# ---- design 1 ----
Figure 1. Placed cells, one colour a class (design 1).
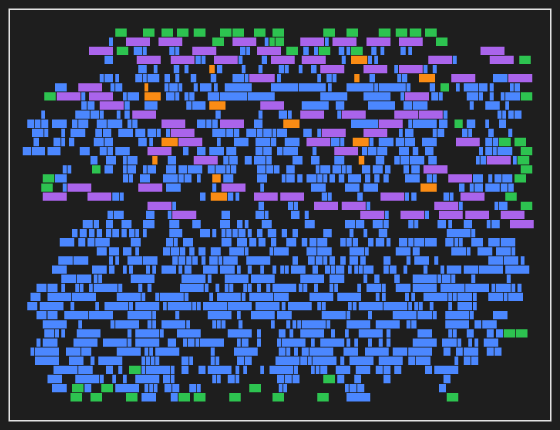

<file path="config.mk">
export PLATFORM = sky130hd
export DESIGN_NAME = mac_pipe_flat
export DESIGN_NICKNAME = d
export VERILOG_FILES = /design/src/rtl/mac_pipe_if.sv /design/src/rtl/mac_pipe.sv /design/src/flat_wrapper.sv
export SDC_FILE = /design/constraint.sdc
export NUM_CORES = 1
export LEC_CHECK = 0
export CORE_ASPECT_RATIO = 0.75
export CORE_MARGIN = 3
export CORE_UTILIZATION = 45
export CTS_BUF_LIST = sky130_fd_sc_hd__clkbuf_8
export DETAILED_ROUTE_END_ITERATION = 10
export SLEW_MARGIN = 10
export SYNTH_ARGS = -nofsm -noshare
export SYNTH_HDL_FRONTEND = slang
export SYNTH_SLANG_ARGS = --single-unit
</file>
<file path="constraint.sdc">
create_clock -name clk -period 15.4 [get_ports clk]
set_input_delay 3.08 -clock clk [delete_from_list [all_inputs] [get_ports clk]]
set_output_delay 3.08 -clock clk [all_outputs]
set_load 0.01 [all_outputs]
</file>
<file path="src/rtl/mac_pipe_if.sv">
// rtl/mac_pipe_if.sv - operand/result bundle for mac_pipe
//   master: drives mac_st, mac_en, hold, mode, trunc, data_a, data_b
//   slave : drives result, result_vld, busy, count, ovf
interface mac_pipe_if #(
  parameter int DW  = 8,
  parameter int AW  = 20,
  parameter int LEN = 16,
  parameter int CW  = $clog2(LEN + 1)
);
  logic          mac_st;
  logic          mac_en;
  logic          hold;
  logic          mode;
  logic [1:0]    trunc;
  logic [DW-1:0] data_a;
  logic [DW-1:0] data_b;
  logic [AW-1:0] result;
  logic          result_vld;
  logic          busy;
  logic [CW-1:0] count;
  logic          ovf;

  modport master (
    output mac_st, mac_en, hold, mode, trunc, data_a, data_b,
    input  result, result_vld, busy, count, ovf
  );

  modport slave (
    input  mac_st, mac_en, hold, mode, trunc, data_a, data_b,
    output result, result_vld, busy, count, ovf
  );
endinterface

</file>
<file path="src/rtl/mac_pipe.sv">
// rtl/mac_pipe.sv - two-stage pipelined LEN-term multiply-accumulate unit
//   clk, rst : rising-edge clock, synchronous active-high reset
//   bus      : mac_pipe_if.slave (start/enable/hold/mode/trunc/operands in;
//              result, result_vld, busy, count, ovf out)
//   MAC_SAT_EN defined: accumulator saturates instead of wrapping
module mac_pipe #(
  parameter int DW  = 8,
  parameter int AW  = 20,
  parameter int LEN = 16,
  parameter int CW  = $clog2(LEN + 1)
) (
  input  logic         clk,
  input  logic         rst,
  mac_pipe_if.slave    bus
);

  typedef enum logic [1:0] {IDLE, RUN, DRAIN, DONE} state_t;

  localparam logic [CW-1:0] LAST = CW'(LEN - 1);

  state_t          state_q;
  logic [AW-1:0]   acc_q;
  logic [2*DW-1:0] p_q;
  logic            p_vld_q;
  logic [CW-1:0]   count_q;
  logic            ovf_q;
  logic            mode_q;
  logic [1:0]      trunc_q;
  logic [AW-1:0]   result_q;
  logic            result_vld_q;
  logic            busy_q;

  logic [2*DW-1:0]      p_d;
  logic [AW-1:0]        p_ext;
  logic [AW:0]          sum;
  logic                 ovf_add;
  logic [AW-1:0]        acc_d;
  logic [3:0]           sh;
  logic signed [AW-1:0] acc_s;
  logic [AW-1:0]        result_d;

  always_comb begin
    // Operands widened to 2*DW first so the low 2*DW bits are the exact product
    if (mode_q)
      p_d = {{DW{bus.data_a[DW-1]}}, bus.data_a} * {{DW{bus.data_b[DW-1]}}, bus.data_b};
    else
      p_d = {{DW{1'b0}}, bus.data_a} * {{DW{1'b0}}, bus.data_b};

    p_ext = {{(AW-2*DW){mode_q & p_q[2*DW-1]}}, p_q};

    // One guard bit: carry-out in unsigned mode, sign-disagreement in signed mode
    sum     = {mode_q & acc_q[AW-1], acc_q} + {mode_q & p_ext[AW-1], p_ext};
    ovf_add = mode_q ? (sum[AW] ^ sum[AW-1]) : sum[AW];

`ifdef MAC_SAT_EN
    if (ovf_add) begin
      if (mode_q)
        acc_d = sum[AW] ? {1'b1, {(AW-1){1'b0}}} : {1'b0, {(AW-1){1'b1}}};
      else
        acc_d = {AW{1'b1}};
    end else begin
      acc_d = sum[AW-1:0];
    end
`else
    acc_d = sum[AW-1:0];
`endif

    case (trunc_q)
      2'd0:    sh = 4'd0;
      2'd1:    sh = 4'd2;
      2'd2:    sh = 4'd4;
      default: sh = 4'd8;
    endcase

    acc_s = acc_q;
    if (mode_q)
      result_d = acc_s >>> sh;
    else
      result_d = acc_q >> sh;
  end

  always_ff @(posedge clk) begin
    if (rst) begin
      state_q      <= IDLE;
      acc_q        <= '0;
      p_q          <= '0;
      p_vld_q      <= 1'b0;
      count_q      <= '0;
      ovf_q        <= 1'b0;
      mode_q       <= 1'b0;
      trunc_q      <= 2'd0;
      result_q     <= '0;
      result_vld_q <= 1'b0;
      busy_q       <= 1'b0;
    end else begin
      result_vld_q <= 1'b0;
      if (!bus.hold) begin
        if (bus.mac_st) begin
          // Restart wins over accumulate and acceptance this cycle
          state_q <= RUN;
          acc_q   <= '0;
          count_q <= '0;
          ovf_q   <= 1'b0;
          p_vld_q <= 1'b0;
          mode_q  <= bus.mode;
          trunc_q <= bus.trunc;
          busy_q  <= 1'b1;
        end else begin
          if (p_vld_q) begin
            acc_q <= acc_d;
            if (ovf_add)
              ovf_q <= 1'b1;
          end
          p_vld_q <= 1'b0;
          case (state_q)
            IDLE: busy_q <= 1'b0;  // drops one cycle after DONE, covering the pulse
            RUN: begin
              if (bus.mac_en) begin
                p_q     <= p_d;
                p_vld_q <= 1'b1;
                count_q <= count_q + 1'b1;
                if (count_q == LAST)
                  state_q <= DRAIN;
              end
            end
            DRAIN: state_q <= DONE;
            DONE: begin
              result_q     <= result_d;
              result_vld_q <= 1'b1;
              state_q      <= IDLE;
            end
            default: state_q <= IDLE;
          endcase
        end
      end
    end
  end

  assign bus.result     = result_q;
  assign bus.result_vld = result_vld_q;
  assign bus.busy       = busy_q;
  assign bus.count      = count_q;
  assign bus.ovf        = ovf_q;

endmodule

</file>
<file path="src/flat_wrapper.sv">
// flat-port wrapper written by rule: the top's interface ports become plain ports
module mac_pipe_flat 
#(
  parameter int DW  = 8,
  parameter int AW  = 20,
  parameter int LEN = 16,
  parameter int CW  = $clog2(LEN + 1)
)
  (clk, rst, bus_mac_st, bus_mac_en, bus_hold, bus_mode, bus_trunc, bus_data_a, bus_data_b, bus_result, bus_result_vld, bus_busy, bus_count, bus_ovf);
  mac_pipe_if #(.DW(DW), .AW(AW), .LEN(LEN), .CW(CW)) bus_i ();
  input  logic clk;
  input  logic rst;
  input wire logic [$bits(bus_i.mac_st)-1:0] bus_mac_st;
  input wire logic [$bits(bus_i.mac_en)-1:0] bus_mac_en;
  input wire logic [$bits(bus_i.hold)-1:0] bus_hold;
  input wire logic [$bits(bus_i.mode)-1:0] bus_mode;
  input wire logic [$bits(bus_i.trunc)-1:0] bus_trunc;
  input wire logic [$bits(bus_i.data_a)-1:0] bus_data_a;
  input wire logic [$bits(bus_i.data_b)-1:0] bus_data_b;
  output wire logic [$bits(bus_i.result)-1:0] bus_result;
  output wire logic [$bits(bus_i.result_vld)-1:0] bus_result_vld;
  output wire logic [$bits(bus_i.busy)-1:0] bus_busy;
  output wire logic [$bits(bus_i.count)-1:0] bus_count;
  output wire logic [$bits(bus_i.ovf)-1:0] bus_ovf;
  assign bus_i.mac_st = bus_mac_st;
  assign bus_i.mac_en = bus_mac_en;
  assign bus_i.hold = bus_hold;
  assign bus_i.mode = bus_mode;
  assign bus_i.trunc = bus_trunc;
  assign bus_i.data_a = bus_data_a;
  assign bus_i.data_b = bus_data_b;
  assign bus_result = bus_i.result;
  assign bus_result_vld = bus_i.result_vld;
  assign bus_busy = bus_i.busy;
  assign bus_count = bus_i.count;
  assign bus_ovf = bus_i.ovf;
  mac_pipe #(.DW(DW), .AW(AW), .LEN(LEN), .CW(CW)) u_core (.clk(clk), .rst(rst), .bus(bus_i));
endmodule
</file>
# ---- design 2 ----
==> src/rtl/key_scan_pkg.sv <==
// key_scan_pkg: shared widths, the "no key" code, FSM state codes and the
// priority encoder used by the key scan encoder.
package key_scan_pkg;

    localparam int KEY_W = 8;
    localparam int IDX_W = 3;

    // All key lines released (active-low).
    localparam logic [KEY_W-1:0] NO_KEY = 8'hFF;

    // FSM state codes.
    typedef logic [0:0] state_t;
    localparam state_t S_IDLE = 1'b0;
    localparam state_t S_HELD = 1'b1;

    // Lowest-index low bit wins; an all-ones vector encodes to 0.
    function automatic logic [IDX_W-1:0] prio_encode(input logic [KEY_W-1:0] keys_n);
        logic [IDX_W-1:0] idx;
        idx = '0;
        for (int i = KEY_W - 1; i >= 0; i--) begin
            if (!keys_n[i]) begin
                idx = IDX_W'(i);
            end
        end
        return idx;
    endfunction

endpackage

==> src/rtl/key_debounce.sv <==
// key_debounce: two-flop synchroniser followed by a whole-vector debouncer.
// The vector must hold the same value for DEBOUNCE_CYCLES consecutive
// comparisons before it is copied to the stable output; any change in any
// bit restarts the count. All registers reset to all-ones (nothing pressed).
module key_debounce #(
    parameter int DATA_W          = 8,
    parameter int DEBOUNCE_CYCLES = 20000,
    parameter int CNT_W           = 15
) (
    input  logic              clk,
    input  logic              rst_n,
    input  logic [DATA_W-1:0] din,
    output logic [DATA_W-1:0] stable
);

    localparam logic [CNT_W-1:0] CNT_LAST = CNT_W'(DEBOUNCE_CYCLES - 1);

    logic [DATA_W-1:0] sync1_p0;
    logic [DATA_W-1:0] sync2_p1;
    logic [DATA_W-1:0] cand_p2;
    logic [CNT_W-1:0]  cnt;

    // Reject parameter sets the counter cannot represent.
    if (DEBOUNCE_CYCLES < 2) begin : g_chk_min
        $error("key_debounce: DEBOUNCE_CYCLES must be at least 2");
    end
    if ((2 ** CNT_W) <= DEBOUNCE_CYCLES) begin : g_chk_cnt
        $error("key_debounce: CNT_W too narrow for DEBOUNCE_CYCLES");
    end

    // Bring the asynchronous key lines into the clk domain.
    always_ff @(posedge clk) begin
        if (!rst_n) begin
            sync1_p0 <= '1;
            sync2_p1 <= '1;
        end else begin
            sync1_p0 <= din;
            sync2_p1 <= sync1_p0;
        end
    end

    // Track the candidate vector and accept it once it has stayed put long enough.
    always_ff @(posedge clk) begin
        if (!rst_n) begin
            cand_p2 <= '1;
            cnt     <= '0;
            stable  <= '1;
        end else if (sync2_p1 != cand_p2) begin
            // Any bit moved: restart the window on the new value.
            cand_p2 <= sync2_p1;
            cnt     <= '0;
        end else if (cnt == CNT_LAST) begin
            // Counter parks at its last value while the input stays quiet.
            stable <= cand_p2;
        end else begin
            cnt <= cnt + 1'b1;
        end
    end

endmodule

==> src/rtl/key_scan_encoder.sv <==
// key_scan_encoder: 8 active-low key lines in, 3-bit key index out with a
// valid/ready handshake. One event per debounced press; a further event
// arriving while the previous one is still unconsumed is dropped and flagged
// with a one-cycle overrun pulse.
// Optional build macro KEY_REPEAT_EN adds auto-repeat while a key is held.
module key_scan_encoder
    import key_scan_pkg::*;
#(
    parameter int DEBOUNCE_CYCLES = 20000,
    parameter int CNT_W           = 15,
    parameter int REPEAT_DELAY    = 50000000,
    parameter int REPEAT_PERIOD   = 10000000
) (
    input  logic             clk,
    input  logic             rst_n,
    input  logic [KEY_W-1:0] keys_n,
    output logic [IDX_W-1:0] num,
    output logic             num_valid,
    input  logic             num_ready,
    output logic             pressed,
    output logic             overrun
);

    logic [KEY_W-1:0] stable;
    state_t           state;
    logic [IDX_W-1:0] idx;
    logic             any_down;
    logic             new_press;
    logic             fire_ev;

    // Repeat timing must be meaningful in every build.
    if (REPEAT_DELAY < 1 || REPEAT_PERIOD < 1) begin : g_chk_rep
        $error("key_scan_encoder: repeat delay and period must be positive");
    end

    key_debounce #(
        .DATA_W          (KEY_W),
        .DEBOUNCE_CYCLES (DEBOUNCE_CYCLES),
        .CNT_W           (CNT_W)
    ) u_debounce (
        .clk    (clk),
        .rst_n  (rst_n),
        .din    (keys_n),
        .stable (stable)
    );

    assign idx       = prio_encode(stable);
    assign any_down  = (stable != NO_KEY);
    assign new_press = (state == S_IDLE) && any_down;

`ifdef KEY_REPEAT_EN
    localparam logic [31:0] REP_FIRST_LAST = 32'(REPEAT_DELAY - 1);
    localparam logic [31:0] REP_NEXT_LAST  = 32'(REPEAT_PERIOD - 1);

    logic [31:0] rep_cnt;
    logic        rep_first;
    logic        rep_fire;

    assign rep_fire = (state == S_HELD) && any_down &&
                      (rep_cnt == (rep_first ? REP_FIRST_LAST : REP_NEXT_LAST));
    assign fire_ev  = new_press || rep_fire;

    // Count cycles spent holding a key; the first interval is the long delay.
    always_ff @(posedge clk) begin
        if (!rst_n) begin
            rep_cnt   <= '0;
            rep_first <= 1'b1;
        end else if (state != S_HELD || !any_down) begin
            rep_cnt   <= '0;
            rep_first <= 1'b1;
        end else if (rep_fire) begin
            rep_cnt   <= '0;
            rep_first <= 1'b0;
        end else begin
            rep_cnt <= rep_cnt + 32'd1;
        end
    end
`else
    assign fire_ev = new_press;
`endif

    // Press/release tracking; pressed mirrors the held state as a register.
    always_ff @(posedge clk) begin
        if (!rst_n) begin
            state   <= S_IDLE;
            pressed <= 1'b0;
        end else begin
            case (state)
                S_IDLE: begin
                    if (any_down) begin
                        state   <= S_HELD;
                        pressed <= 1'b1;
                    end
                end
                S_HELD: begin
                    // A changed key set while held is ignored; only full release counts.
                    if (!any_down) begin
                        state   <= S_IDLE;
                        pressed <= 1'b0;
                    end
                end
                default: begin
                    state   <= S_IDLE;
                    pressed <= 1'b0;
                end
            endcase
        end
    end

    // Output event register: load on a free slot, otherwise flag an overrun.
    always_ff @(posedge clk) begin
        if (!rst_n) begin
            num       <= '0;
            num_valid <= 1'b0;
            overrun   <= 1'b0;
        end else begin
            overrun <= 1'b0;
            if (fire_ev) begin
                // A consumer accepting in the same cycle frees the slot.
                if (!num_valid || num_ready) begin
                    num       <= idx;
                    num_valid <= 1'b1;
                end else begin
                    overrun <= 1'b1;
                end
            end else if (num_valid && num_ready) begin
                num_valid <= 1'b0;
            end
        end
    end

endmodule

==> config.mk <==
export PLATFORM = sky130hd
export DESIGN_NAME = key_scan_encoder
export DESIGN_NICKNAME = d
export VERILOG_FILES = /design/src/rtl/key_scan_pkg.sv /design/src/rtl/key_debounce.sv /design/src/rtl/key_scan_encoder.sv
export SDC_FILE = /design/constraint.sdc
export NUM_CORES = 1
export LEC_CHECK = 0
export ABC_AREA = 0
export CAP_MARGIN = 20
export CORE_AREA = 4 4 69 71
export CTS_CLUSTER_SIZE = 10
export DETAILED_ROUTE_END_ITERATION = 6
export DIE_AREA = 0 0 73 75
export GPL_TIMING_DRIVEN = 0
export PLACE_DENSITY = 0.69
export REMOVE_ABC_BUFFERS = 1
export SLEW_MARGIN = 5
export SYNTH_ARGS = -nofsm -noshare
export SYNTH_HDL_FRONTEND = slang
export SYNTH_SLANG_ARGS = --single-unit
==> constraint.sdc <==
create_clock -name clk -period 1.9 [get_ports clk]
set_input_delay 0.38 -clock clk [delete_from_list [all_inputs] [get_ports clk]]
set_output_delay 0.38 -clock clk [all_outputs]
set_load 0.02 [all_outputs]
# ---- design 3 ----
--- src/rtl/pa_clk_en_gen.sv ---
// pa_clk_en_gen: divided bus-clock strobe generator on the always-on CPU clock.
// clk_en pulses once every (cur_ratio + 1) cycles. The strobe can be parked low
// with clk_en_halt. The divide ratio can change at runtime, but only on a strobe
// boundary.
// Build option: define PA_CLK_RATIO_CHG_EN to enable the runtime ratio-change
// handshake (ratio_req / ratio_ack / ratio_busy). Without it, the ratio is
// fixed at RST_RATIO.
module pa_clk_en_gen #(
    parameter int RATIO_W   = 3,
    parameter int RST_RATIO = 0
) (
    input  logic               forever_cpuclk,
    input  logic               cpurst_b,
    input  logic               clk_en_halt,
    input  logic               ratio_req,
    input  logic [RATIO_W-1:0] ratio_val,
    output logic               ratio_busy,
    output logic               ratio_ack,
    output logic [RATIO_W-1:0] cur_ratio,
    output logic               clk_en
);

    localparam logic [RATIO_W-1:0] RST_VAL = RATIO_W'(RST_RATIO);
    localparam logic [RATIO_W-1:0] ONE     = RATIO_W'(1);

    typedef enum logic [1:0] {
        S_IDLE = 2'd0,
        S_RUN  = 2'd1,
        S_PEND = 2'd2,
        S_HALT = 2'd3
    } state_t;

    state_t             state_q, state_d;
    logic [RATIO_W-1:0] cnt_q, cnt_d;
    logic [RATIO_W-1:0] cur_ratio_q, cur_ratio_d;
    logic               ratio_ack_q, ratio_ack_d;
    logic               req_en;
    logic               cnt_zero;

`ifdef PA_CLK_RATIO_CHG_EN
    logic [RATIO_W-1:0] nxt_ratio_q, nxt_ratio_d;

    assign req_en = ratio_req;
`else
    // Requests are ignored entirely when the ratio is fixed.
    logic unused_ratio_req;

    assign unused_ratio_req = ratio_req;
    assign req_en           = 1'b0;
`endif

    assign cnt_zero = (cnt_q == '0);

    // State, counter, ratio and ack registers with synchronous active-low reset.
    always_ff @(posedge forever_cpuclk) begin
        if (!cpurst_b) begin
            state_q     <= S_IDLE;
            cnt_q       <= '0;
            cur_ratio_q <= RST_VAL;
            ratio_ack_q <= 1'b0;
        end else begin
            state_q     <= state_d;
            cnt_q       <= cnt_d;
            cur_ratio_q <= cur_ratio_d;
            ratio_ack_q <= ratio_ack_d;
        end
    end

`ifdef PA_CLK_RATIO_CHG_EN
    // Holds a ratio captured mid-count until the current period completes.
    always_ff @(posedge forever_cpuclk) begin
        if (!cpurst_b) begin
            nxt_ratio_q <= RST_VAL;
        end else begin
            nxt_ratio_q <= nxt_ratio_d;
        end
    end
`endif

    // Next-state logic: period counting, ratio handoff on boundaries, halt park.
    always_comb begin
        state_d     = state_q;
        cnt_d       = cnt_q;
        cur_ratio_d = cur_ratio_q;
        ratio_ack_d = 1'b0;
`ifdef PA_CLK_RATIO_CHG_EN
        nxt_ratio_d = nxt_ratio_q;
`endif
        case (state_q)
            S_IDLE: begin
                state_d = S_RUN;
                cnt_d   = '0;
            end
            S_RUN: begin
                if (cnt_zero) begin
                    // Strobe cycle: reload, optionally with a new ratio.
                    cnt_d = cur_ratio_q;
                    if (req_en) begin
                        cur_ratio_d = ratio_val;
                        cnt_d       = ratio_val;
                        ratio_ack_d = 1'b1;
                    end
                    if (clk_en_halt) begin
                        cnt_d   = '0;
                        state_d = S_HALT;
                    end
                end else begin
                    cnt_d = cnt_q - ONE;
                    if (req_en) begin
`ifdef PA_CLK_RATIO_CHG_EN
                        nxt_ratio_d = ratio_val;
`endif
                        state_d = S_PEND;
                    end
                end
            end
            S_PEND: begin
                if (cnt_zero) begin
`ifdef PA_CLK_RATIO_CHG_EN
                    cur_ratio_d = nxt_ratio_q;
                    cnt_d       = nxt_ratio_q;
                    ratio_ack_d = 1'b1;
`else
                    cnt_d       = cur_ratio_q;
`endif
                    state_d = S_RUN;
                end else begin
                    cnt_d = cnt_q - ONE;
                end
            end
            S_HALT: begin
                // Parked with the counter at zero so the exit strobe is immediate.
                cnt_d = '0;
                if (req_en) begin
                    cur_ratio_d = ratio_val;
                    ratio_ack_d = 1'b1;
                end
                if (!clk_en_halt) begin
                    state_d = S_RUN;
                end
            end
            default: begin
                state_d = S_IDLE;
                cnt_d   = '0;
            end
        endcase
    end

    // Output decode from flops only.
    always_comb begin
        clk_en = ((state_q == S_RUN) || (state_q == S_PEND)) && cnt_zero;
`ifdef PA_CLK_RATIO_CHG_EN
        ratio_busy = (state_q == S_IDLE) || (state_q == S_PEND);
`else
        ratio_busy = (state_q == S_IDLE);
`endif
    end

    assign ratio_ack = ratio_ack_q;
    assign cur_ratio = cur_ratio_q;

endmodule

--- config.mk ---
export PLATFORM = sky130hd
export DESIGN_NAME = pa_clk_en_gen
export DESIGN_NICKNAME = d
export VERILOG_FILES = /design/src/rtl/pa_clk_en_gen.sv
export SDC_FILE = /design/constraint.sdc
export NUM_CORES = 1
export LEC_CHECK = 0
export ABC_AREA = 1
export CAP_MARGIN = 30
export CELL_PAD_IN_SITES_DETAIL_PLACEMENT = 1
export CELL_PAD_IN_SITES_GLOBAL_PLACEMENT = 1
export CORE_AREA = 10 10 47 49
export DETAILED_ROUTE_END_ITERATION = 12
export DIE_AREA = 0 0 57 59
export PLACE_DENSITY = 0.78
export SYNTH_ARGS = -nofsm -noshare
export SYNTH_HDL_FRONTEND = slang
export SYNTH_SLANG_ARGS = --single-unit
--- constraint.sdc ---
create_clock -name forever_cpuclk -period 1.2 [get_ports forever_cpuclk]
set_input_delay 0.24 -clock forever_cpuclk [delete_from_list [all_inputs] [get_ports forever_cpuclk]]
set_output_delay 0.24 -clock forever_cpuclk [all_outputs]
set_load 0.005 [all_outputs]
Figure 2. Drive-strength map (design 1).
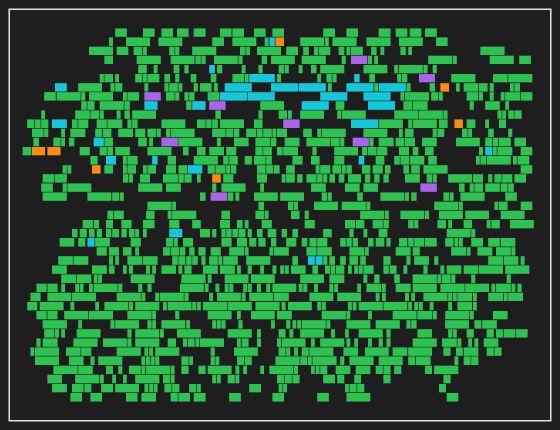
[drive 6 and up] purple | cells: 9
[drive 1 or less] green | cells: 945
[drive 3 to 4] orange | cells: 7
[drive 2] cyan | cells: 30

About Figure 1:
[flip-flops] purple | cells: 70
[clock drivers and dummy loads] orange | cells: 15
[all other logic] blue | cells: 851
[other buffers and delay cells] green | cells: 55

==> flow_metrics.env, design 1 <==
# source this file to load flow results
export IMPL_status="completed"
export IMPL_vdd_ir_drop_worst_uv=62.9
export IMPL_synth_top_cell_area_share_pct=21.2
export IMPL_grt_antenna_before_repair=0
export IMPL_power_switching_w=0.000382
export IMPL_totalWireLength_mm=17.9
export IMPL_power_combinational_total_w=0.000553
export IMPL_flow_area_growth_from_synthesis_pct=10.8
export IMPL_cts_post_setup_buffers_inserted=0
export IMPL_floorplan_die_area_um2=19700
export IMPL_topCellsByArea="fa_1, dfxtp_1, ha_1"
export IMPL_maxSlewViolCount=0
export IMPL_cts_made_buffers=9
export IMPL_skew_ns=0.00803
export IMPL_seq_power_w=0.000187
export IMPL_drc=0
export IMPL_leakage_nw=4.07
export IMPL_clockNetworkPower_w=0.000125
export IMPL_synthCells=951
export IMPL_fp_dieH_um=122
export IMPL_core_region_area_um2=17200
export IMPL_cts_hold_fix_buffers=0
export IMPL_detailroute_via_count=6415
export IMPL_class_of_the_tightest_hold_or_removal_check="reg -> reg"
export IMPL_final_layout_size_suffix_gt1_share_pct=4.64
export IMPL_pin_count=52
export IMPL_avgViaCountPerCell=5.23
export IMPL_cts_tree="yes"
export IMPL_period_minus_slack_ns=8.00
export IMPL_pwr_share_clk_pct=14.4
export IMPL_grt_first_pass_wirelength_mm=31.4
export IMPL_fp_utilization_pct=47.1
export IMPL_max_cap_violations=0
export IMPL_adder_share_pct=34.1
export IMPL_post_route_worst_setup_slack_ns=7.40
export IMPL_max_slew_worst_pin_slew_ns=1.12
export IMPL_mappedNetlistArea_um2=8120
export IMPL_first_global_vias=6396
## design 1: state kept, by name (all words and copies together) (netlist names)
register,cells
u_core.p_vld_q,1
u_core.acc_q,20
u_core.bus.ovf,1
u_core.p_q,16
u_core.state_q,2
u_core.bus.count,5
u_core.bus.result_vld,1
u_core.bus.result,20
u_core.trunc_q,2
u_core.bus.busy,1
u_core.mode_q,1
## design 1: layout make-up
cell class                 count  area, µm²  area share, %
tap                          236        295           3.28
multi-input combinational    681       5970           66.4
clock buffer                   9        124           1.38
sequential                    70       1400           15.6
clock inverter                 6       31.3          0.348
timing repair buffer          55        536           5.95
inverter                     170        638           7.09
## design 1: metrics by stage
stage	hold WS (ns)	cell area (µm²)	std cells	total power, W	utilization (%)
after global placement	0.448	8840	1212	0.000742	51.3
final	0.453	9000	1227	0.000865	52.2
after global routing	0.476	9000	1227	0.000967	52.2
after detailed placement	0.447	8840	1212	0.000741	51.3
after CTS	0.455	8990	1227	0.000871	52.2
after floorplan	0.436	8120	951	0.000629	-
## design 1: layer usage
layer,GRT usage [%],share of wire [%]
met1,30.9,55
met2,28.0,40
met3,2.87,4.0
met4,3.12,0.69
met5,0,0
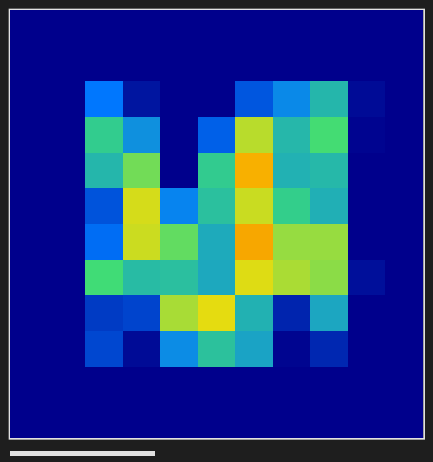
Figure 3: design 3, placement density heat map.
Bar = 20 µm. 11 x 12 tiles, from dark blue (low) to red (high), 0 to 100% covered.
tiles over 75% full: 1.5%
densest ninth of the die: centre
fullest tile: 81%
emptiest ninth of the die: lower left
nearly empty tiles: 60%
mean over tiles: 16%

==> flow_metrics.env, design 3 <==
# source this file to load flow results
export IMPL_status="finished with violations"
export IMPL_violations_in_the_final_reports="setup timing"
export IMPL_num_nets_final=74
export IMPL_path_delay_family="flip-flops"
export IMPL_max_cap_violations=0
export IMPL_post_route_worst_setup_slack_ns=-0.136
export IMPL_final_cell_count_no_fill=76
export IMPL_min_delay_start="cnt_q[0]$_SDFF_PP0_"
export IMPL_yosysChipArea_um2=353
export IMPL_design_power_total_w=0.000543
export IMPL_global_route_usage_total_pct=5.85
export IMPL_layout_cells_most_common_list="buf_4, inv_2, nor2_1"
export IMPL_cts_made_buffers=3
export IMPL_final_hold_worst_slack_ns=0.408
export IMPL_total_setup_violations_reported_at_the_end_of_the_flow=1
export IMPL_insertion_delay_ns=0.25
export IMPL_finish_utilization_pct=40.1
export IMPL_fp_utilization_pct=25.2
[design 3: state kept, by name, indices dropped and copies added, names as in the netlist]
name / count
cnt_q: 3
state_q: 2
[design 3: routing by layer]
metal / global-route usage [%] / wire, µm / vias up
li1: - / - / 152
met1: 4.30 / 291 / 138
met2: 10.4 / 526 / 8
met3: 3.65 / 51 / 2
met4: 5.03 / 13 / 0
met5: 0 / 0 / -
[design 3: power groups by stage]
stage	clock (W)	combinational, W	sequential (W)
global placement	0	0.000120	0.000179
CTS	0.000210	0.000145	0.000179
global route	0.000227	0.000182	0.000180
detailed placement	0	0.000122	0.000180
finish	0.000198	0.000165	0.000179
floorplan	0	0.0000652	0.000181
[design 3: kinds of logic after synthesis]
logic type	share of synthesized area [%]
AOI/OAI and AO/OA	4.61
xor gates and xnor gates	2.48
adders and majority gates	21.3
buffers and inverters	18.1
DFF	28.4
other	1.06
and+or+nand+nor	24.1
[design 3: per-stage QoR]
stage | TNS (ns) | worst slack, ns | area [µm²]
final | -0.136 | -0.136 | 562
after global routing | -0.270 | -0.224 | 562
after CTS | -0.140 | -0.140 | 534
after detailed placement | -0.460 | -0.325 | 462
after global placement | -0.389 | -0.294 | 462
after floorplan | 0 | 0.136 | 364
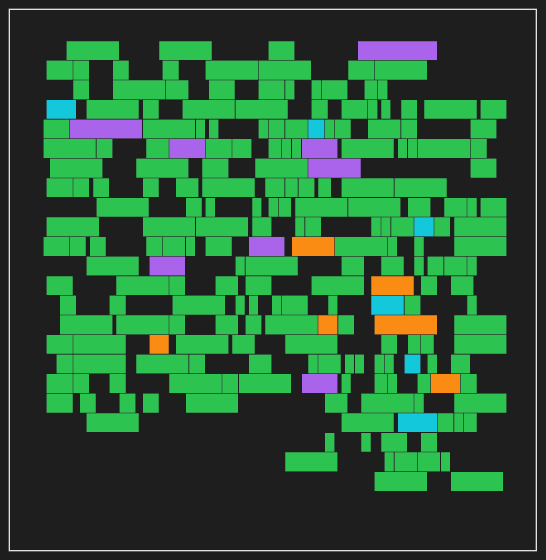
Figure 4: design 2, drive-strength map.
[drive 3 to 4] orange | cells: 6
[drive 2] cyan | cells: 6
[drive 6 and up] purple | cells: 8
[drive 1 or less] green | cells: 201
bufs w/o clock: 18
synthesis-to-layout area growth: 18.1%

==> flow_metrics.env, design 2 <==
# source this file to load flow results
export IMPL_status="completed"
export IMPL_maxSlewViolCount=0
export IMPL_place_hpwl_mm=2.05
export IMPL_min_delay_path_depth=1
export IMPL_chipWidth_um=73
export IMPL_clkSlewWorstSetupHoldPaths_ns=0.10
export IMPL_detail_route_first_pass_iterations=4
export IMPL_crit_type="reg -> reg"
export IMPL_cts_resized=3
export IMPL_h_tree_depth=2
export IMPL_path_delay_family="simple AND/OR/NAND/NOR gates"
export IMPL_final_hold_worst_slack_ns=0.413
export IMPL_min_delay_start="u_debounce.sync1_p0[3]$_SDFF_PN1_"
export IMPL_max_slew_margin_pct=68.1
export IMPL_layout_cells_most_common_list="dfxtp_1, nand2b_1, nor2_1"
export IMPL_avgViaCountPerCell=4.85
export IMPL_hold_end="u_debounce.sync2_p1[3]$_SDFF_PN1_"
export IMPL_postSynth_asyncResetShare_pct=0
export IMPL_global_routing_met3_resource_utilization_pct=3.74
## design 2: logic make-up after synthesis
group | share of synthesized area, %
simple gates | 26.7
xor+xnor | 8.26
mux | 3.98
buf+inv | 2.17
compound gates | 3.98
fa+ha+maj | 1.24
flops | 53.7
## design 2: routing by layer
metal  vias up  wire (µm)
met2        21       1290
met1       594       1370
li1        702          -
met3         8        127
met5         -          0
met4         0         57
## design 2: power groups by stage
| stage | Combinational, W | Clock [W] | Sequential [W] |
|---|---|---|---|
| finish | 0.0000849 | 0.000753 | 0.00116 |
| floorplan | 0.0000423 | 0 | 0.00119 |
| global route | 0.0000943 | 0.000829 | 0.00117 |
| global placement | 0.0000799 | 0 | 0.00119 |
| CTS | 0.0000870 | 0.000785 | 0.00116 |
| detailed placement | 0.0000875 | 0 | 0.00119 |
## design 2: area by class of cell
cell class              count  area [µm²]
clock buffers               5        68.8
inverters                   5        18.8
repair buffers             18         209
flip-flops and latches     54        1080
fillers                   379        1850
well taps                  52        65.1
multi-input cells         136         892
clock inverters             3        45.0

==> notes/layouts.md <==
Pictures saved along the way, in no particular order.

Signal metal coverage by tile.
(a)
Bar = 20 µm. 15 x 15 tiles, from dark blue (low) to red (high), scaled to the fullest tile. Values are wire area over tile area, all layers added.
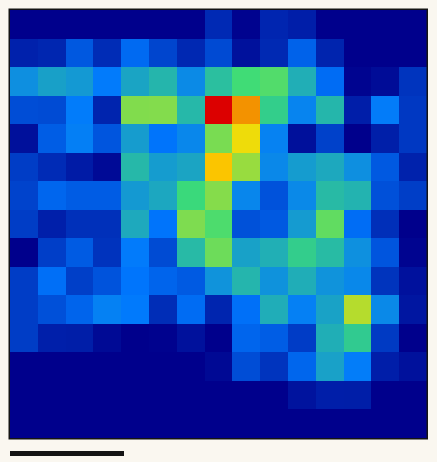
(b)
Bar = 20 µm. 11 x 12 tiles, from dark blue (low) to red (high), scaled to the fullest tile. Values are wire area over tile area, all layers added.
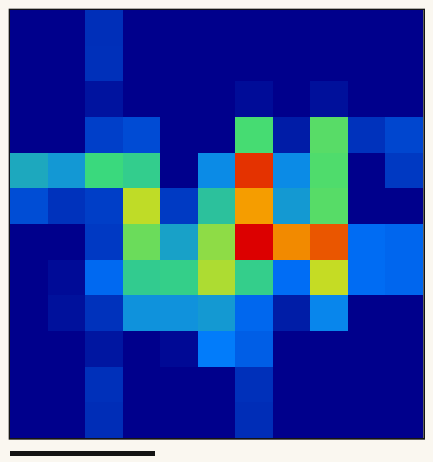
(c)
Bar = 50 µm. 32 x 24 tiles, from dark blue (low) to red (high), scaled to the fullest tile. Values are wire area over tile area, all layers added.
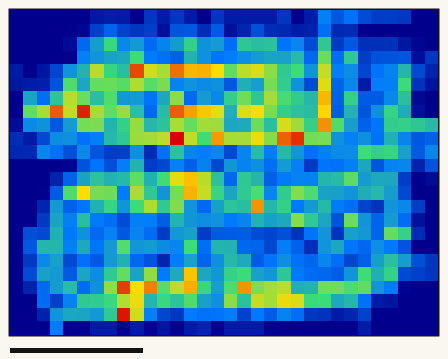
| from | picture |
|---|---|
| design 3 | (b) |
| design 2 | (a) |
| design 1 | (c) |
The one with the smallest die is (b).
The one with the largest die is (c).

Key to (a):
mean over tiles: 0.083
fullest tile: 0.45
emptiest ninth of the die: lower left


Power and IR drop assume default switching activity.
